######## design 1 ########
<file path="src/rtl/spike_serializer_pkg.sv">
// spike_serializer_pkg: shared widths, flit count and serializer FSM encoding.
package spike_serializer_pkg;
  localparam int PACKET_WIDTH     = 32;
  localparam int FLIT_WIDTH       = 4;
  localparam int FLITS_PER_PACKET = PACKET_WIDTH / FLIT_WIDTH;
  localparam int FIFO_DEPTH       = 4;
  typedef enum logic {IDLE = 1'b0, SEND = 1'b1} state_t;
endpackage

</file>
<file path="src/rtl/spike_fifo.sv">
// spike_fifo: single-clock packet buffer; full/empty come from registered occupancy only.
module spike_fifo import spike_serializer_pkg::*; #(
  parameter int WIDTH = PACKET_WIDTH,
  parameter int DEPTH = FIFO_DEPTH
) (
  input  logic                     neu_clk,
  input  logic                     rst_n,
  input  logic                     i_push,
  input  logic                     i_pop,
  input  logic [WIDTH-1:0]         i_data,
  output logic [WIDTH-1:0]         o_data,
  output logic                     o_full,
  output logic                     o_empty,
  output logic [$clog2(DEPTH):0]   o_count
);
  localparam int AW = $clog2(DEPTH);
  logic [WIDTH-1:0] r_mem [DEPTH];
  logic [AW-1:0]    r_wr_ptr, r_rd_ptr;
  logic [AW:0]      r_count;
  logic             w_push, w_pop;
  assign w_push  = i_push & ~o_full;
  assign w_pop   = i_pop & ~o_empty;
  assign o_full  = r_count == (AW+1)'(DEPTH);
  assign o_empty = r_count == '0;
  assign o_count = r_count;
  assign o_data  = r_mem[r_rd_ptr];
  always_ff @(posedge neu_clk or negedge rst_n)
    if (!rst_n) begin
      r_wr_ptr <= '0;
      r_rd_ptr <= '0;
      r_count  <= '0;
    end else begin
      if (w_push) r_wr_ptr <= r_wr_ptr + 1'b1;
      if (w_pop) r_rd_ptr <= r_rd_ptr + 1'b1;
      r_count <= r_count + (AW+1)'(w_push) - (AW+1)'(w_pop);
    end
  always_ff @(posedge neu_clk)
    if (w_push) r_mem[r_wr_ptr] <= i_data;
endmodule

</file>
<file path="src/rtl/spike_serializer.sv">
// spike_serializer: buffers spike packets and streams them MSB-first as flits to a router port.
module spike_serializer import spike_serializer_pkg::*; #(
  parameter int PACKET_WIDTH = spike_serializer_pkg::PACKET_WIDTH,
  parameter int FLIT_WIDTH   = spike_serializer_pkg::FLIT_WIDTH,
  parameter int FIFO_DEPTH   = spike_serializer_pkg::FIFO_DEPTH
) (
  input  logic                    neu_clk,
  input  logic                    rst_n,
  input  logic [PACKET_WIDTH-1:0] pkt_in,
  input  logic                    pkt_wr,
  output logic                    pkt_full,
  output logic [FLIT_WIDTH-1:0]   flit_out,
  output logic                    flit_valid,
  input  logic                    flit_ready,
  output logic                    flit_head,
  output logic                    flit_tail,
  output logic [7:0]              pkt_sent,
  output logic                    overflow
);
  localparam int FLITS = PACKET_WIDTH / FLIT_WIDTH;
  localparam int IW    = FLITS > 1 ? $clog2(FLITS) : 1;
  state_t                      r_state, w_next;
  logic [PACKET_WIDTH-1:0]     r_shift, w_head_pkt;
  logic [IW-1:0]               r_idx;
  logic [7:0]                  r_sent;
  logic                        r_ovf;
  logic                        w_full, w_empty, w_xfer, w_last, w_pop;
  logic [$clog2(FIFO_DEPTH):0] w_count;
  spike_fifo #(.WIDTH(PACKET_WIDTH), .DEPTH(FIFO_DEPTH)) u_fifo (
    .neu_clk (neu_clk),
    .rst_n   (rst_n),
    .i_push  (pkt_wr),
    .i_pop   (w_pop),
    .i_data  (pkt_in),
    .o_data  (w_head_pkt),
    .o_full  (w_full),
    .o_empty (w_empty),
    .o_count (w_count)
  );
  assign w_last   = r_idx == IW'(FLITS - 1);
  assign w_xfer   = flit_valid & flit_ready;
  // Popping on the tail transfer is what lets the next head follow with no bubble.
  assign w_pop    = ~w_empty & ((r_state == IDLE) | (w_xfer & w_last));
  assign pkt_full = w_full;
  assign pkt_sent = r_sent;
  assign overflow = r_ovf;
  always_ff @(posedge neu_clk or negedge rst_n)
    if (!rst_n) r_state <= IDLE;
    else r_state <= w_next;
  always_comb
    w_next = r_state == IDLE ? (w_empty ? IDLE : SEND)
                             : ((w_xfer & w_last & (w_count == '0)) ? IDLE : SEND);
  always_comb begin
    flit_valid = r_state == SEND;
    flit_out   = flit_valid ? r_shift[PACKET_WIDTH-1 -: FLIT_WIDTH] : '0;
    flit_head  = flit_valid & (r_idx == '0);
    flit_tail  = flit_valid & w_last;
  end
  always_ff @(posedge neu_clk or negedge rst_n)
    if (!rst_n) begin
      r_shift <= '0;
      r_idx   <= '0;
      r_sent  <= '0;
      r_ovf   <= 1'b0;
    end else begin
      if (w_pop) begin
        r_shift <= w_head_pkt;
        r_idx   <= '0;
      end else if (w_xfer) begin
        r_shift <= r_shift << FLIT_WIDTH;
        r_idx   <= r_idx + 1'b1;
      end
      if (w_xfer & w_last) r_sent <= r_sent + 8'd1;
      if (pkt_wr & w_full) r_ovf <= 1'b1;
    end
endmodule

</file>
<file path="config.mk">
export PLATFORM = sky130hd
export DESIGN_NAME = spike_serializer
export DESIGN_NICKNAME = d
export VERILOG_FILES = /design/src/rtl/spike_serializer_pkg.sv /design/src/rtl/spike_fifo.sv /design/src/rtl/spike_serializer.sv
export SDC_FILE = /design/constraint.sdc
export NUM_CORES = 1
export LEC_CHECK = 0
export ABC_AREA = 1
export CAP_MARGIN = 20
export CORE_MARGIN = 5
export CORE_UTILIZATION = 59
export DETAILED_ROUTE_END_ITERATION = 10
export PLACE_DENSITY = 0.89
export SYNTH_ARGS = -nofsm -noshare
export SYNTH_HDL_FRONTEND = slang
export SYNTH_SLANG_ARGS = --single-unit
</file>
<file path="constraint.sdc">
create_clock -name neu_clk -period 5.3 [get_ports neu_clk]
set_clock_uncertainty 0.1 [all_clocks]
set_input_delay 0.53 -clock neu_clk [delete_from_list [all_inputs] [get_ports neu_clk]]
set_output_delay 0.53 -clock neu_clk [all_outputs]
set_load 0.01 [all_outputs]
</file>
######## design 2 ########
--- config.mk ---
export PLATFORM = sky130hd
export DESIGN_NAME = sparse_index_encoder
export DESIGN_NICKNAME = d
export VERILOG_FILES = /design/src/rtl/sparse_index_encoder.sv
export SDC_FILE = /design/constraint.sdc
export NUM_CORES = 2
export LEC_CHECK = 0
export CELL_PAD_IN_SITES_DETAIL_PLACEMENT = 1
export CELL_PAD_IN_SITES_GLOBAL_PLACEMENT = 1
export CORE_MARGIN = 4
export CORE_UTILIZATION = 25
export DETAILED_ROUTE_END_ITERATION = 10
export HOLD_SLACK_MARGIN = 0.06
export PLACE_DENSITY_LB_ADDON = 0.1
export SKIP_CTS_REPAIR_TIMING = 1
export SLEW_MARGIN = 20
export SYNTH_ARGS = -nofsm -noshare
export SYNTH_HDL_FRONTEND = slang
export SYNTH_SLANG_ARGS = --single-unit
--- constraint.sdc ---
create_clock -name clk -period 31.2 [get_ports clk]
set_clock_uncertainty 0.2 [all_clocks]
set_input_delay 4.68 -clock clk [delete_from_list [all_inputs] [get_ports clk]]
set_output_delay 4.68 -clock clk [all_outputs]
set_load 0.1 [all_outputs]
--- src/rtl/sparse_index_encoder.sv ---
// sparse_index_encoder: streams a layer's weights and packs one pruned/kept bit per
// group into an MSB-first sparsity bitmap for the lut_index tables.
module sparse_index_encoder #(
    parameter int IDX_W  = 648,
    parameter int ELEM_W = 8,
    parameter int GROUP  = 9,
    parameter int CNT_W  = 10
) (
    input  logic              clk,
    input  logic              rst,
    input  logic              start,
    input  logic [3:0]        addr_in,
    input  logic [CNT_W-1:0]  num_groups,
    input  logic              w_valid,
    output logic              w_ready,
    input  logic [ELEM_W-1:0] w_data,
    output logic [IDX_W-1:0]  sbyte,
    output logic [3:0]        addr_out,
    output logic              out_valid,
    input  logic              out_ready,
    output logic              busy,
    output logic [CNT_W-1:0]  prune_cnt,
    output logic              err
);
    localparam int EW = $clog2(GROUP);

    typedef enum logic [1:0] {IDLE, COLLECT, DONE} state_t;

    state_t             state_q, state_d;
    logic [IDX_W-1:0]   sbyte_q, sbyte_d;
    logic [3:0]         addr_q, addr_d;
    logic [CNT_W-1:0]   ngrp_q, ngrp_d;
    logic [CNT_W-1:0]   grp_q, grp_d;
    logic [CNT_W-1:0]   prune_q, prune_d;
    logic [EW-1:0]      elem_q, elem_d;
    logic               zacc_q, zacc_d;
    logic               err_q, err_d;
    logic               zbit;
    logic               start_ok;

    assign zbit     = zacc_q & (w_data == '0);
    assign start_ok = (num_groups != '0) && (num_groups <= CNT_W'(IDX_W));

    always_comb begin
        state_d = state_q;
        sbyte_d = sbyte_q;
        addr_d  = addr_q;
        ngrp_d  = ngrp_q;
        grp_d   = grp_q;
        prune_d = prune_q;
        elem_d  = elem_q;
        zacc_d  = zacc_q;
        err_d   = 1'b0;
        case (state_q)
            IDLE: begin
                if (start && start_ok) begin
                    addr_d  = addr_in;
                    ngrp_d  = num_groups;
                    sbyte_d = '0;
                    prune_d = '0;
                    grp_d   = '0;
                    elem_d  = '0;
                    zacc_d  = 1'b1;
                    state_d = COLLECT;
                end else begin
                    err_d = start;
                end
            end
            COLLECT: begin
                err_d = start;
                if (w_valid) begin
                    if (elem_q == EW'(GROUP - 1)) begin
                        // Group complete: its bit lands MSB-first at IDX_W-1-grp.
                        sbyte_d = sbyte_q | ({{(IDX_W-1){1'b0}}, zbit} << (IDX_W - 1 - int'(grp_q)));
                        prune_d = prune_q + CNT_W'(zbit);
                        grp_d   = grp_q + CNT_W'(1);
                        elem_d  = '0;
                        zacc_d  = 1'b1;
                        state_d = (grp_q + CNT_W'(1) == ngrp_q) ? DONE : COLLECT;
                    end else begin
                        elem_d = elem_q + EW'(1);
                        zacc_d = zbit;
                    end
                end
            end
            DONE: begin
                err_d   = start;
                state_d = out_ready ? IDLE : DONE;
            end
            default: state_d = IDLE;
        endcase
    end

    always_ff @(posedge clk or posedge rst) begin
        if (rst) begin
            state_q <= IDLE;
            sbyte_q <= '0;
            addr_q  <= '0;
            ngrp_q  <= '0;
            grp_q   <= '0;
            prune_q <= '0;
            elem_q  <= '0;
            zacc_q  <= 1'b1;
            err_q   <= 1'b0;
        end else begin
            state_q <= state_d;
            sbyte_q <= sbyte_d;
            addr_q  <= addr_d;
            ngrp_q  <= ngrp_d;
            grp_q   <= grp_d;
            prune_q <= prune_d;
            elem_q  <= elem_d;
            zacc_q  <= zacc_d;
            err_q   <= err_d;
        end
    end

    assign w_ready   = (state_q == COLLECT);
    assign out_valid = (state_q == DONE);
    assign busy      = (state_q != IDLE);
    assign sbyte     = sbyte_q;
    assign addr_out  = addr_q;
    assign prune_cnt = prune_q;
    assign err       = err_q;
endmodule

######## design 3 ########
$ cat src/rtl/alu_m_pkg.sv
// alu_m_pkg
// Shared types and constants for the RV32M execution unit.
//   alu_m_op_e    : RV32M funct3 encodings (MUL .. REMU)
//   alu_m_state_e : execution FSM states
//   DIV_ITER      : number of restoring-divide iterations
//   abs_if        : two's-complement magnitude when the operand is treated as signed
package alu_m_pkg;

    typedef enum logic [2:0] {
        ALU_M_MUL    = 3'b000,
        ALU_M_MULH   = 3'b001,
        ALU_M_MULHSU = 3'b010,
        ALU_M_MULHU  = 3'b011,
        ALU_M_DIV    = 3'b100,
        ALU_M_DIVU   = 3'b101,
        ALU_M_REM    = 3'b110,
        ALU_M_REMU   = 3'b111
    } alu_m_op_e;

    typedef enum logic [1:0] {
        ST_IDLE = 2'd0,
        ST_MUL  = 2'd1,
        ST_DIV  = 2'd2,
        ST_DONE = 2'd3
    } alu_m_state_e;

    localparam int DIV_ITER = 32;

    function automatic logic [31:0] abs_if(input logic [31:0] v, input logic is_signed);
        return (is_signed && v[31]) ? (~v + 32'd1) : v;
    endfunction

endpackage

$ cat src/rtl/alu_m_divider.sv
// alu_m_divider
// Iterative unsigned restoring divider, one quotient bit per cycle.
// The start edge loads the operands; the following DIV_ITER edges each
// produce one quotient bit, after which done_o is held high until the
// next start or flush. The divisor must be non-zero (caller handles /0).
// Ports:
//   clk, rstn      : clock, asynchronous active-low reset
//   flush_i        : abandon the current division
//   start_i        : load dividend_i / divisor_i and begin
//   dividend_i     : 32-bit unsigned dividend
//   divisor_i      : 32-bit unsigned divisor (non-zero)
//   quotient_o     : 32-bit quotient (valid while done_o)
//   remainder_o    : 32-bit remainder (valid while done_o)
//   done_o         : result available
module alu_m_divider
    import alu_m_pkg::*;
(
    input  logic        clk,
    input  logic        rstn,
    input  logic        flush_i,
    input  logic        start_i,
    input  logic [31:0] dividend_i,
    input  logic [31:0] divisor_i,
    output logic [31:0] quotient_o,
    output logic [31:0] remainder_o,
    output logic        done_o
);

    logic [31:0] quo_q;
    logic [31:0] rem_q;
    logic [31:0] div_q;
    logic [5:0]  cnt_q;
    logic        busy_q;
    logic        done_q;

    logic [32:0] shift_w;
    logic [32:0] trial_w;
    logic [31:0] rem_d;
    logic [31:0] quo_d;

    // Partial remainder shifted left with the next dividend bit. A
    // negative trial difference (bit 32 set) means the divisor did not fit
    // and the shifted value is kept unchanged (the "restore").
    assign shift_w = {rem_q, quo_q[31]};
    assign trial_w = shift_w - {1'b0, div_q};
    assign rem_d   = trial_w[32] ? shift_w[31:0] : trial_w[31:0];
    assign quo_d   = {quo_q[30:0], ~trial_w[32]};

    always_ff @(posedge clk or negedge rstn) begin
        if (!rstn) begin
            quo_q  <= '0;
            rem_q  <= '0;
            div_q  <= '0;
            cnt_q  <= '0;
            busy_q <= 1'b0;
            done_q <= 1'b0;
        end else if (flush_i) begin
            cnt_q  <= '0;
            busy_q <= 1'b0;
            done_q <= 1'b0;
        end else if (start_i) begin
            quo_q  <= dividend_i;
            rem_q  <= '0;
            div_q  <= divisor_i;
            cnt_q  <= '0;
            busy_q <= 1'b1;
            done_q <= 1'b0;
        end else if (busy_q) begin
            quo_q <= quo_d;
            rem_q <= rem_d;
            if (cnt_q == 6'(DIV_ITER - 1)) begin
                cnt_q  <= '0;
                busy_q <= 1'b0;
                done_q <= 1'b1;
            end else begin
                cnt_q <= cnt_q + 6'd1;
            end
        end
    end

    assign quotient_o  = quo_q;
    assign remainder_o = rem_q;
    assign done_o      = done_q;

endmodule

$ cat src/rtl/alu_m_execute_unit.sv
// alu_m_execute_unit
// RV32M multiply/divide execution unit behind the ALU_M reservation station.
// Accepts one op when idle, computes it over several cycles, then holds the
// result on the CDB request port until the arbiter grants.
// Ports:
//   clk, rstn        : clock, asynchronous active-low reset
//   i_flush          : drop in-flight op and any pending result
//   i_alu_ex_en      : dispatch strobe (ignored while busy)
//   i_alu_opcode     : RV32M funct3
//   i_rs1_value      : operand A
//   i_rs2_value      : operand B
//   i_rob_addr       : destination ROB tag
//   o_alu_busy       : unit cannot accept a dispatch
//   o_cdb_valid      : result pending broadcast
//   o_cdb_rob_addr   : result ROB tag
//   o_cdb_data       : result value
//   i_cdb_grant      : arbiter takes the result this cycle
module alu_m_execute_unit
    import alu_m_pkg::*;
#(
    parameter int ROBSIZE = 8,
    parameter int MUL_LAT = 2
) (
    input  logic               clk,
    input  logic               rstn,
    input  logic               i_flush,
    input  logic               i_alu_ex_en,
    input  logic [2:0]         i_alu_opcode,
    input  logic [31:0]        i_rs1_value,
    input  logic [31:0]        i_rs2_value,
    input  logic [ROBSIZE-1:0] i_rob_addr,
    output logic               o_alu_busy,
    output logic               o_cdb_valid,
    output logic [ROBSIZE-1:0] o_cdb_rob_addr,
    output logic [31:0]        o_cdb_data,
    input  logic               i_cdb_grant
);

    localparam int MCW = (MUL_LAT < 2) ? 1 : $clog2(MUL_LAT);

    alu_m_state_e       state_q, state_d;
    alu_m_op_e          op_q, op_d;
    logic [31:0]        a_q, a_d;
    logic [31:0]        b_q, b_d;
    logic [ROBSIZE-1:0] tag_q, tag_d;
    logic               neg_q, neg_d;
    logic               special_q, special_d;
    logic [MCW-1:0]     mcnt_q, mcnt_d;
    logic [31:0]        data_q, data_d;
    logic               busy_q;
    logic               valid_q;

    // Dispatch-side decode of the incoming operation.
    logic in_div_w, in_sgn_w, in_rem_w, in_div0_w, in_ovf_w;
    logic accept_w, div_start_w;
    logic [31:0] special_res_w;

    assign in_div_w  = i_alu_opcode[2];
    assign in_sgn_w  = ~i_alu_opcode[0];
    assign in_rem_w  = i_alu_opcode[1];
    assign in_div0_w = (i_rs2_value == 32'd0);
    assign in_ovf_w  = in_sgn_w && (i_rs1_value == 32'h8000_0000)
                                && (i_rs2_value == 32'hFFFF_FFFF);

    assign accept_w    = (state_q == ST_IDLE) && i_alu_ex_en && !i_flush;
    assign div_start_w = accept_w && in_div_w && !in_div0_w && !in_ovf_w;

    // Results that need no iteration: /0 and signed overflow.
    assign special_res_w = in_div0_w ? (in_rem_w ? i_rs1_value : 32'hFFFF_FFFF)
                                     : (in_rem_w ? 32'd0       : 32'h8000_0000);

    // Multiplier: 33x33 signed product of sign- or zero-extended operands.
    // Only the low 64 bits of the 66-bit product are ever needed.
    logic [32:0] mul_a_w, mul_b_w;
    logic [63:0] prod_w;

    assign mul_a_w = {(op_q != ALU_M_MULHU) & a_q[31], a_q};
    assign mul_b_w = {(op_q == ALU_M_MULH)  & b_q[31], b_q};
    assign prod_w  = $signed({{31{mul_a_w[32]}}, mul_a_w})
                   * $signed({{31{mul_b_w[32]}}, mul_b_w});

    // Divider operates on magnitudes; sign is restored on exit.
    logic [31:0] quo_w, rem_w, div_sel_w;
    logic        div_done_w;

    alu_m_divider u_divider (
        .clk         (clk),
        .rstn        (rstn),
        .flush_i     (i_flush),
        .start_i     (div_start_w),
        .dividend_i  (abs_if(i_rs1_value, in_sgn_w)),
        .divisor_i   (abs_if(i_rs2_value, in_sgn_w)),
        .quotient_o  (quo_w),
        .remainder_o (rem_w),
        .done_o      (div_done_w)
    );

    assign div_sel_w = op_q[1] ? rem_w : quo_w;

    always_comb begin
        state_d   = state_q;
        op_d      = op_q;
        a_d       = a_q;
        b_d       = b_q;
        tag_d     = tag_q;
        neg_d     = neg_q;
        special_d = special_q;
        mcnt_d    = mcnt_q;
        data_d    = data_q;

        unique case (state_q)
            ST_IDLE: begin
                if (accept_w) begin
                    op_d      = alu_m_op_e'(i_alu_opcode);
                    a_d       = i_rs1_value;
                    b_d       = i_rs2_value;
                    tag_d     = i_rob_addr;
                    mcnt_d    = '0;
                    // REM follows the dividend's sign; DIV negates on differing signs.
                    neg_d     = in_sgn_w && (in_rem_w ? i_rs1_value[31]
                                                      : (i_rs1_value[31] ^ i_rs2_value[31]));
                    special_d = in_div_w && (in_div0_w || in_ovf_w);
                    if (!in_div_w) begin
                        state_d = ST_MUL;
                    end else begin
                        state_d = ST_DIV;
                        if (in_div0_w || in_ovf_w) begin
                            data_d = special_res_w;
                        end
                    end
                end
            end
            ST_MUL: begin
                if (mcnt_q == MCW'(MUL_LAT - 1)) begin
                    state_d = ST_DONE;
                    mcnt_d  = '0;
                    data_d  = (op_q == ALU_M_MUL) ? prod_w[31:0] : prod_w[63:32];
                end else begin
                    mcnt_d = mcnt_q + 1'b1;
                end
            end
            ST_DIV: begin
                // Special cases spend exactly one cycle here with the result
                // already loaded; the divider was never started for them.
                if (special_q) begin
                    state_d   = ST_DONE;
                    special_d = 1'b0;
                end else if (div_done_w) begin
                    state_d = ST_DONE;
                    data_d  = neg_q ? (~div_sel_w + 32'd1) : div_sel_w;
                end
            end
            ST_DONE: begin
                if (i_cdb_grant) begin
                    state_d = ST_IDLE;
                end
            end
            default: state_d = ST_IDLE;
        endcase

        if (i_flush) begin
            state_d   = ST_IDLE;
            mcnt_d    = '0;
            special_d = 1'b0;
        end
    end

    always_ff @(posedge clk or negedge rstn) begin
        if (!rstn) begin
            state_q   <= ST_IDLE;
            op_q      <= ALU_M_MUL;
            a_q       <= '0;
            b_q       <= '0;
            tag_q     <= '0;
            neg_q     <= 1'b0;
            special_q <= 1'b0;
            mcnt_q    <= '0;
            data_q    <= '0;
            busy_q    <= 1'b0;
            valid_q   <= 1'b0;
        end else begin
            state_q   <= state_d;
            op_q      <= op_d;
            a_q       <= a_d;
            b_q       <= b_d;
            tag_q     <= tag_d;
            neg_q     <= neg_d;
            special_q <= special_d;
            mcnt_q    <= mcnt_d;
            data_q    <= data_d;
            busy_q    <= (state_d != ST_IDLE);
            valid_q   <= (state_d == ST_DONE);
        end
    end

    assign o_alu_busy     = busy_q;
    assign o_cdb_valid    = valid_q;
    assign o_cdb_rob_addr = tag_q;
    assign o_cdb_data     = data_q;

endmodule

$ cat config.mk
export PLATFORM = sky130hd
export DESIGN_NAME = alu_m_execute_unit
export DESIGN_NICKNAME = d
export VERILOG_FILES = /design/src/rtl/alu_m_pkg.sv /design/src/rtl/alu_m_divider.sv /design/src/rtl/alu_m_execute_unit.sv
export SDC_FILE = /design/constraint.sdc
export NUM_CORES = 2
export LEC_CHECK = 0
export ABC_CLOCK_PERIOD_IN_PS = 13200
export CAP_MARGIN = 40
export CORE_UTILIZATION = 50
export CTS_CLUSTER_DIAMETER = 30
export DETAILED_ROUTE_END_ITERATION = 8
export GPL_TIMING_DRIVEN = 0
export PLACE_DENSITY = 0.67
export SYNTH_ARGS = -nofsm -noshare
export SYNTH_HDL_FRONTEND = slang
export SYNTH_SLANG_ARGS = --single-unit
$ cat constraint.sdc
create_clock -name clk -period 13.2 [get_ports clk]
set_input_delay 2.64 -clock clk [delete_from_list [all_inputs] [get_ports clk]]
set_output_delay 2.64 -clock clk [all_outputs]
set_load 0.1 [all_outputs]
### A small window of the routed layout, design 2

Window x 238 to 263, y 238 to 263 microns. Cells in grey, sequential cells in the stronger grey; small squares are vias.
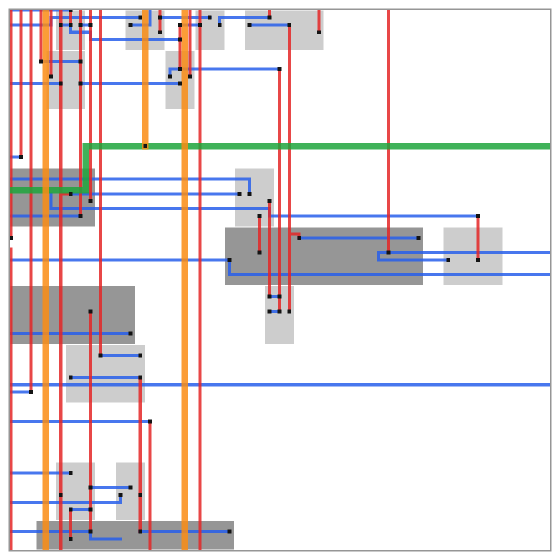
Key: blue = met1; green = met3; orange = met4; red = met2
Netlist names of flops here include sbyte (3). 15 logic cells have their middle in the window. Most frequent: nand2_1 (5), dfrtp_1 (3). Sequential cells in the window: 3.

### Where the registers sit, design 2

Drawn at 1.5 px/micron. Other sequential cells in the stronger grey, the rest of the logic in the fainter grey.
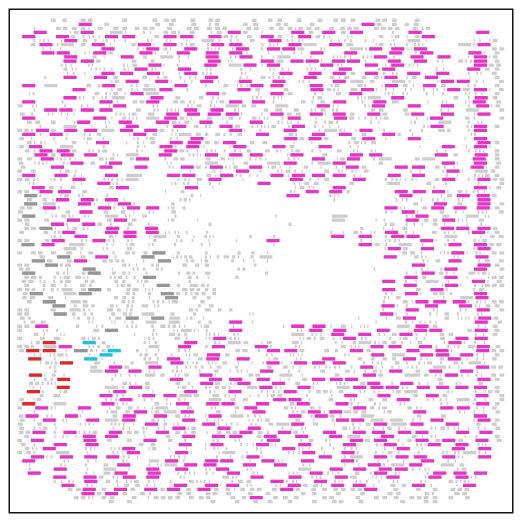
Key: red = prune_cnt [placed flops 10]; cyan = elem_q [placed flops 4]; magenta = sbyte [placed flops 648, where all over the die]

==> Slide: Implementation Results, design 2 <==
Physical Implementation Snapshot

Status
  • Outcome: finished, final reports clean

Detailed routing
  • DR pass1 iterations: 4
  • M1 WL: 50.5 mm

Cells and area
  • Comb gates: 1783
  • Logic share of the area: 0.228
  • Layout fillers: 11800
  • Post-Layout Cell Count: 4749
  • Non-clock buffer instance count of the final layout: 726
  • Post-route cell area: 37600 sq um

Place
  • Placed cell area: 34800 sq um
  • Input/output buffers: 692
  • Final HPWL DP: 86.7 mm

Synth
  • Post-synth top cells: nand2_1, dfrtp_1, o21ai_0
  • Top cell type's share of synthesized area: 0.647
  • Post-Syn Instances: 2652

Floorplan
  • Tap cells: 1391

Global routing
  • M2 GR Usage: 0.370
  • Initial antenna violation count: 3

CTS
  • Late-Pin Clk Latency: 0.64 ns
  • Root buffer cell: clkbuf_16

Setup path
  • Max incr delay on CP: 0.89 ns
  • Required @ worst endpoint: 31.55 ns
  • Max Fanout on Critical Path: 216
==> design 2: cell families (layout without fill, tap and decap cells) <==
| logic type | Yosys count | count (layout) | synth area share |
|---|---|---|---|
| XOR/XNOR | 27 | 27 | 0.00887 |
| buffers and inverters | 179 | 884 | 0.0334 |
| flip-flops | 690 | 690 | 0.648 |
| AND/OR/NAND/NOR | 1015 | 1015 | 0.158 |
| AND-OR/OR-AND | 715 | 715 | 0.141 |
| adder cells (fa/ha/maj) | 11 | 11 | 0.00516 |
| other | 0 | 1 | 0 |
| multiplexers | 15 | 15 | 0.00633 |
==> design 2: state kept, by name, indices dropped and copies added, names as in the netlist <==
register and flops:
sbyte 648, state_q 2, addr_out 4, elem_q 4, ngrp_q 10, err 1, grp_q 10, zacc_q 1
prune_cnt 10
==> design 2: final timing paths <==
kind	startpoint	end	slack, ns	depth (start not counted)
setup / recovery	num_groups[3]	sbyte[141]	22.16	8
hold / removal	sbyte[258]	sbyte[258]	0.28	2
setup reg to reg	grp_q[3]	sbyte[60]	26.50	8
hold reg to reg	sbyte[258]	sbyte[258]	0.28	2
max in group asynchronous	rst	sbyte[186]	24.13	4
min in group asynchronous	rst	sbyte[630]	4.36	2
### A small window of the routed layout, design 3

Window x 230 to 255, y 230 to 255 microns. Cells in grey, sequential cells in the stronger grey; small squares are vias.
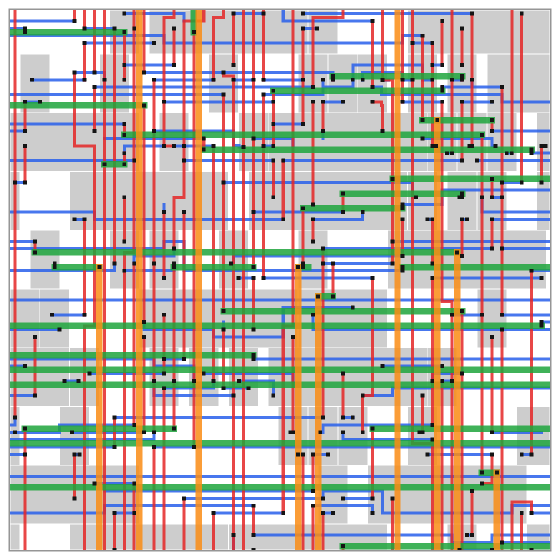
Key: red = met2; orange = met4; blue = met1; green = met3
Sequential cells in the window: 0. Most frequent: nand2_1 (20), inv_1 (15), fa_1 (11). 48 logic cells have their middle in the window.

### Routing congestion, design 3

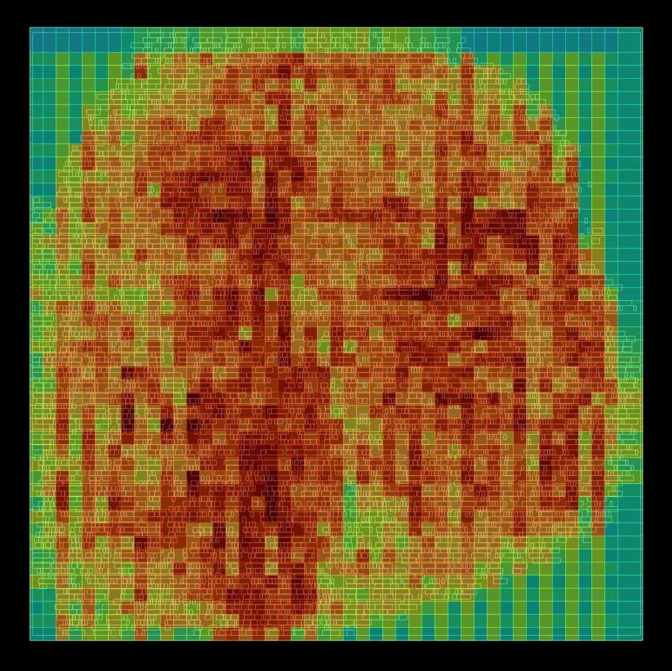
GR Util met3: 0.101
busiest grt layer: met2

==> Slide: Implementation Results, design 3 <==
Physical Implementation Snapshot

Final timing
  • Slew @ Worst Pin: 1.01 ns
  • Final critical-path required period: 12.40 ns
  • Setup TNS: 0 ns
  • RSZ-0062 raised after global routing: false

Status
  • Outcome: finished, final reports clean

Synth
  • Mux cell area share: 0.0276
  • Top cell type's share of synthesized area: 0.436
  • Top cells, area: fa_1, dfrtp_1, inv_1

Cells and area
  • Post-route cell area: 58100 sq um
  • Clk cell area share: 0.0346

Detailed routing
  • DR pass1 iterations: 6
  • Max Used Layer: met5

Global routing
  • Gr usage total: 0.382

Floorplan
  • Tap cells: 1368

Min path
  • Worst hold path type: flip-flop to flip-flop

Setup path
  • Reg2Reg Setup Slack: 0.80 ns
  • Crit path to: o_cdb_data[28]
==> design 3: placed cells by master (no fill, tap or decap), types with 76 or more instances in the layout <==
cell / netlist / final
dfrtp_1: 218 / 218
xor2_1: 80 / 80
clkbuf_1: 295 / 302
clkdlybuf4s50_1: 0 / 115
inv_1: 1196 / 1196
a21oi_1: 143 / 143
nand2_1: 975 / 975
nor2_1: 128 / 128
fa_1: 1126 / 1126
ha_1: 254 / 254
and2_1: 310 / 310
mux2_2: 76 / 76
o21ai_0: 183 / 183
xnor2_1: 107 / 107
==> design 3: kinds of logic after synthesis <==
group	Yosys count
adder cells (fa/ha/maj)	1380
buffers and inverters	1517
multiplexers	133
AND-OR/OR-AND	655
AND/OR/NAND/NOR	1655
flip-flops	218
XOR/XNOR	187
==> design 3: per-stage QoR <==
step | cells | utilization
2_1_floorplan | 5745 | -
3_3_place_gp | 7229 | 0.534
5_1_grt | 7434 | 0.568
4_1_cts | 7433 | 0.568
3_5_place_dp | 7329 | 0.548
6_report | 7436 | 0.568
### A small window of the routed layout, design 1

Window x 80 to 105, y 80 to 105 microns. Cells in grey, sequential cells in the stronger grey; small squares are vias.
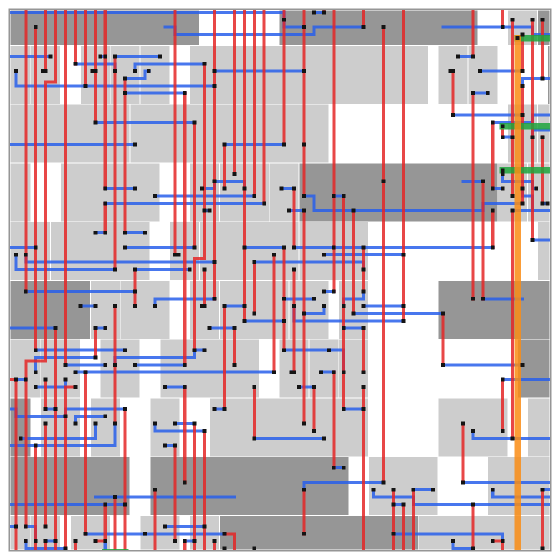
Key: red = met2; blue = met1; green = met3; orange = met4
Sequential cells in the window: 7. 55 logic cells have their middle in the window. Netlist names of flops here include u_fifo.o_count (2). Most frequent: inv_1 (12), nand2_1 (11), dfrtp_1 (7).

==> Slide: Implementation Results, design 1 <==
Physical Implementation Snapshot

CTS
  • Num CTS Buffers: 17
  • Bufs on Longest Clock Path: 2
  • Setup Buffers After CTS: 0

Synth
  • Synth flops: 180
  • Comb area leader: simple AND/OR/NAND/NOR gates
  • Most common cell in the synthesized netlist: nand2_1
  • Syn_nets: 778
  • Cells in synth_stat.txt: 731

Floorplan
  • Chip area: 15300 sq um
  • Initial Util: 0.603

Detailed routing
  • Final wirelength: 15.7 mm

Final timing
  • Cycle use final: 0.534

Cells and area
  • Post-Layout Cell Count: 959
  • Share of post-route cells with drive strength above 1: 0.0623
  • Post-route cell area: 8860 sq um

Setup path
  • Crit path arrival time: 3.03 ns
  • Reg2Reg Setup Slack: 2.47 ns

Status
  • Outcome: finished, final reports clean
-- design 1: worst max path at each step --
stage	startpoint	end	cells after the start
after global routing	r_idx[0]	u_fifo.o_count[2]	9
after detailed placement	flit_ready	u_fifo.o_count[2]	8
after floorplan	pkt_wr	u_fifo.r_mem[0][0]	2
after global placement	flit_ready	u_fifo.o_count[2]	8
after CTS	r_idx[0]	u_fifo.o_count[2]	9
final	r_idx[0]	u_fifo.o_count[2]	9
-- design 1: metal layers --
layer / vias up / GRT usage / share of wire
met1: 2575 / 0.268 / 0.38
met5: - / 0 / 0
met4: 0 / 0.0830 / 0.017
met3: 25 / 0.0480 / 0.071
met2: 230 / 0.372 / 0.53
li1: 2486 / - / -
-- design 1: registers in the layout, indices dropped and copies added (netlist names), 2 cells and up --
| register | count |
|---|---|
| r_shift | 32 |
| u_fifo.r_mem | 128 |
| u_fifo.o_count | 3 |
| u_fifo.r_wr_ptr | 2 |
| pkt_sent | 8 |
| r_idx | 3 |
| u_fifo.r_rd_ptr | 2 |
-- design 1: final cells by class --
cell class              count  area, sq um
flip-flops and latches    180         5140
well taps                 172          215
clock inverters            10          179
fillers                   857         3750
clock buffers              22          464
inverters                  32          120
repair buffers             61          603
multi-input cells         482         2140


==> layout pictures side by side <==
Metal 1.
Plate I
Drawn at 2 px/micron.
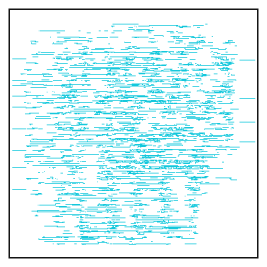
Plate II
Drawn at 1 px/micron.
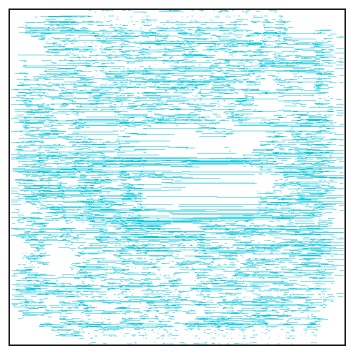
Plate III
Drawn at 1 px/micron.
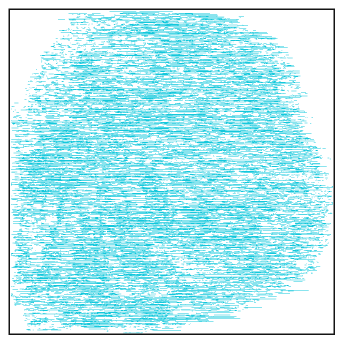
design 3 -> Plate III
design 2 -> Plate II
design 1 -> Plate I

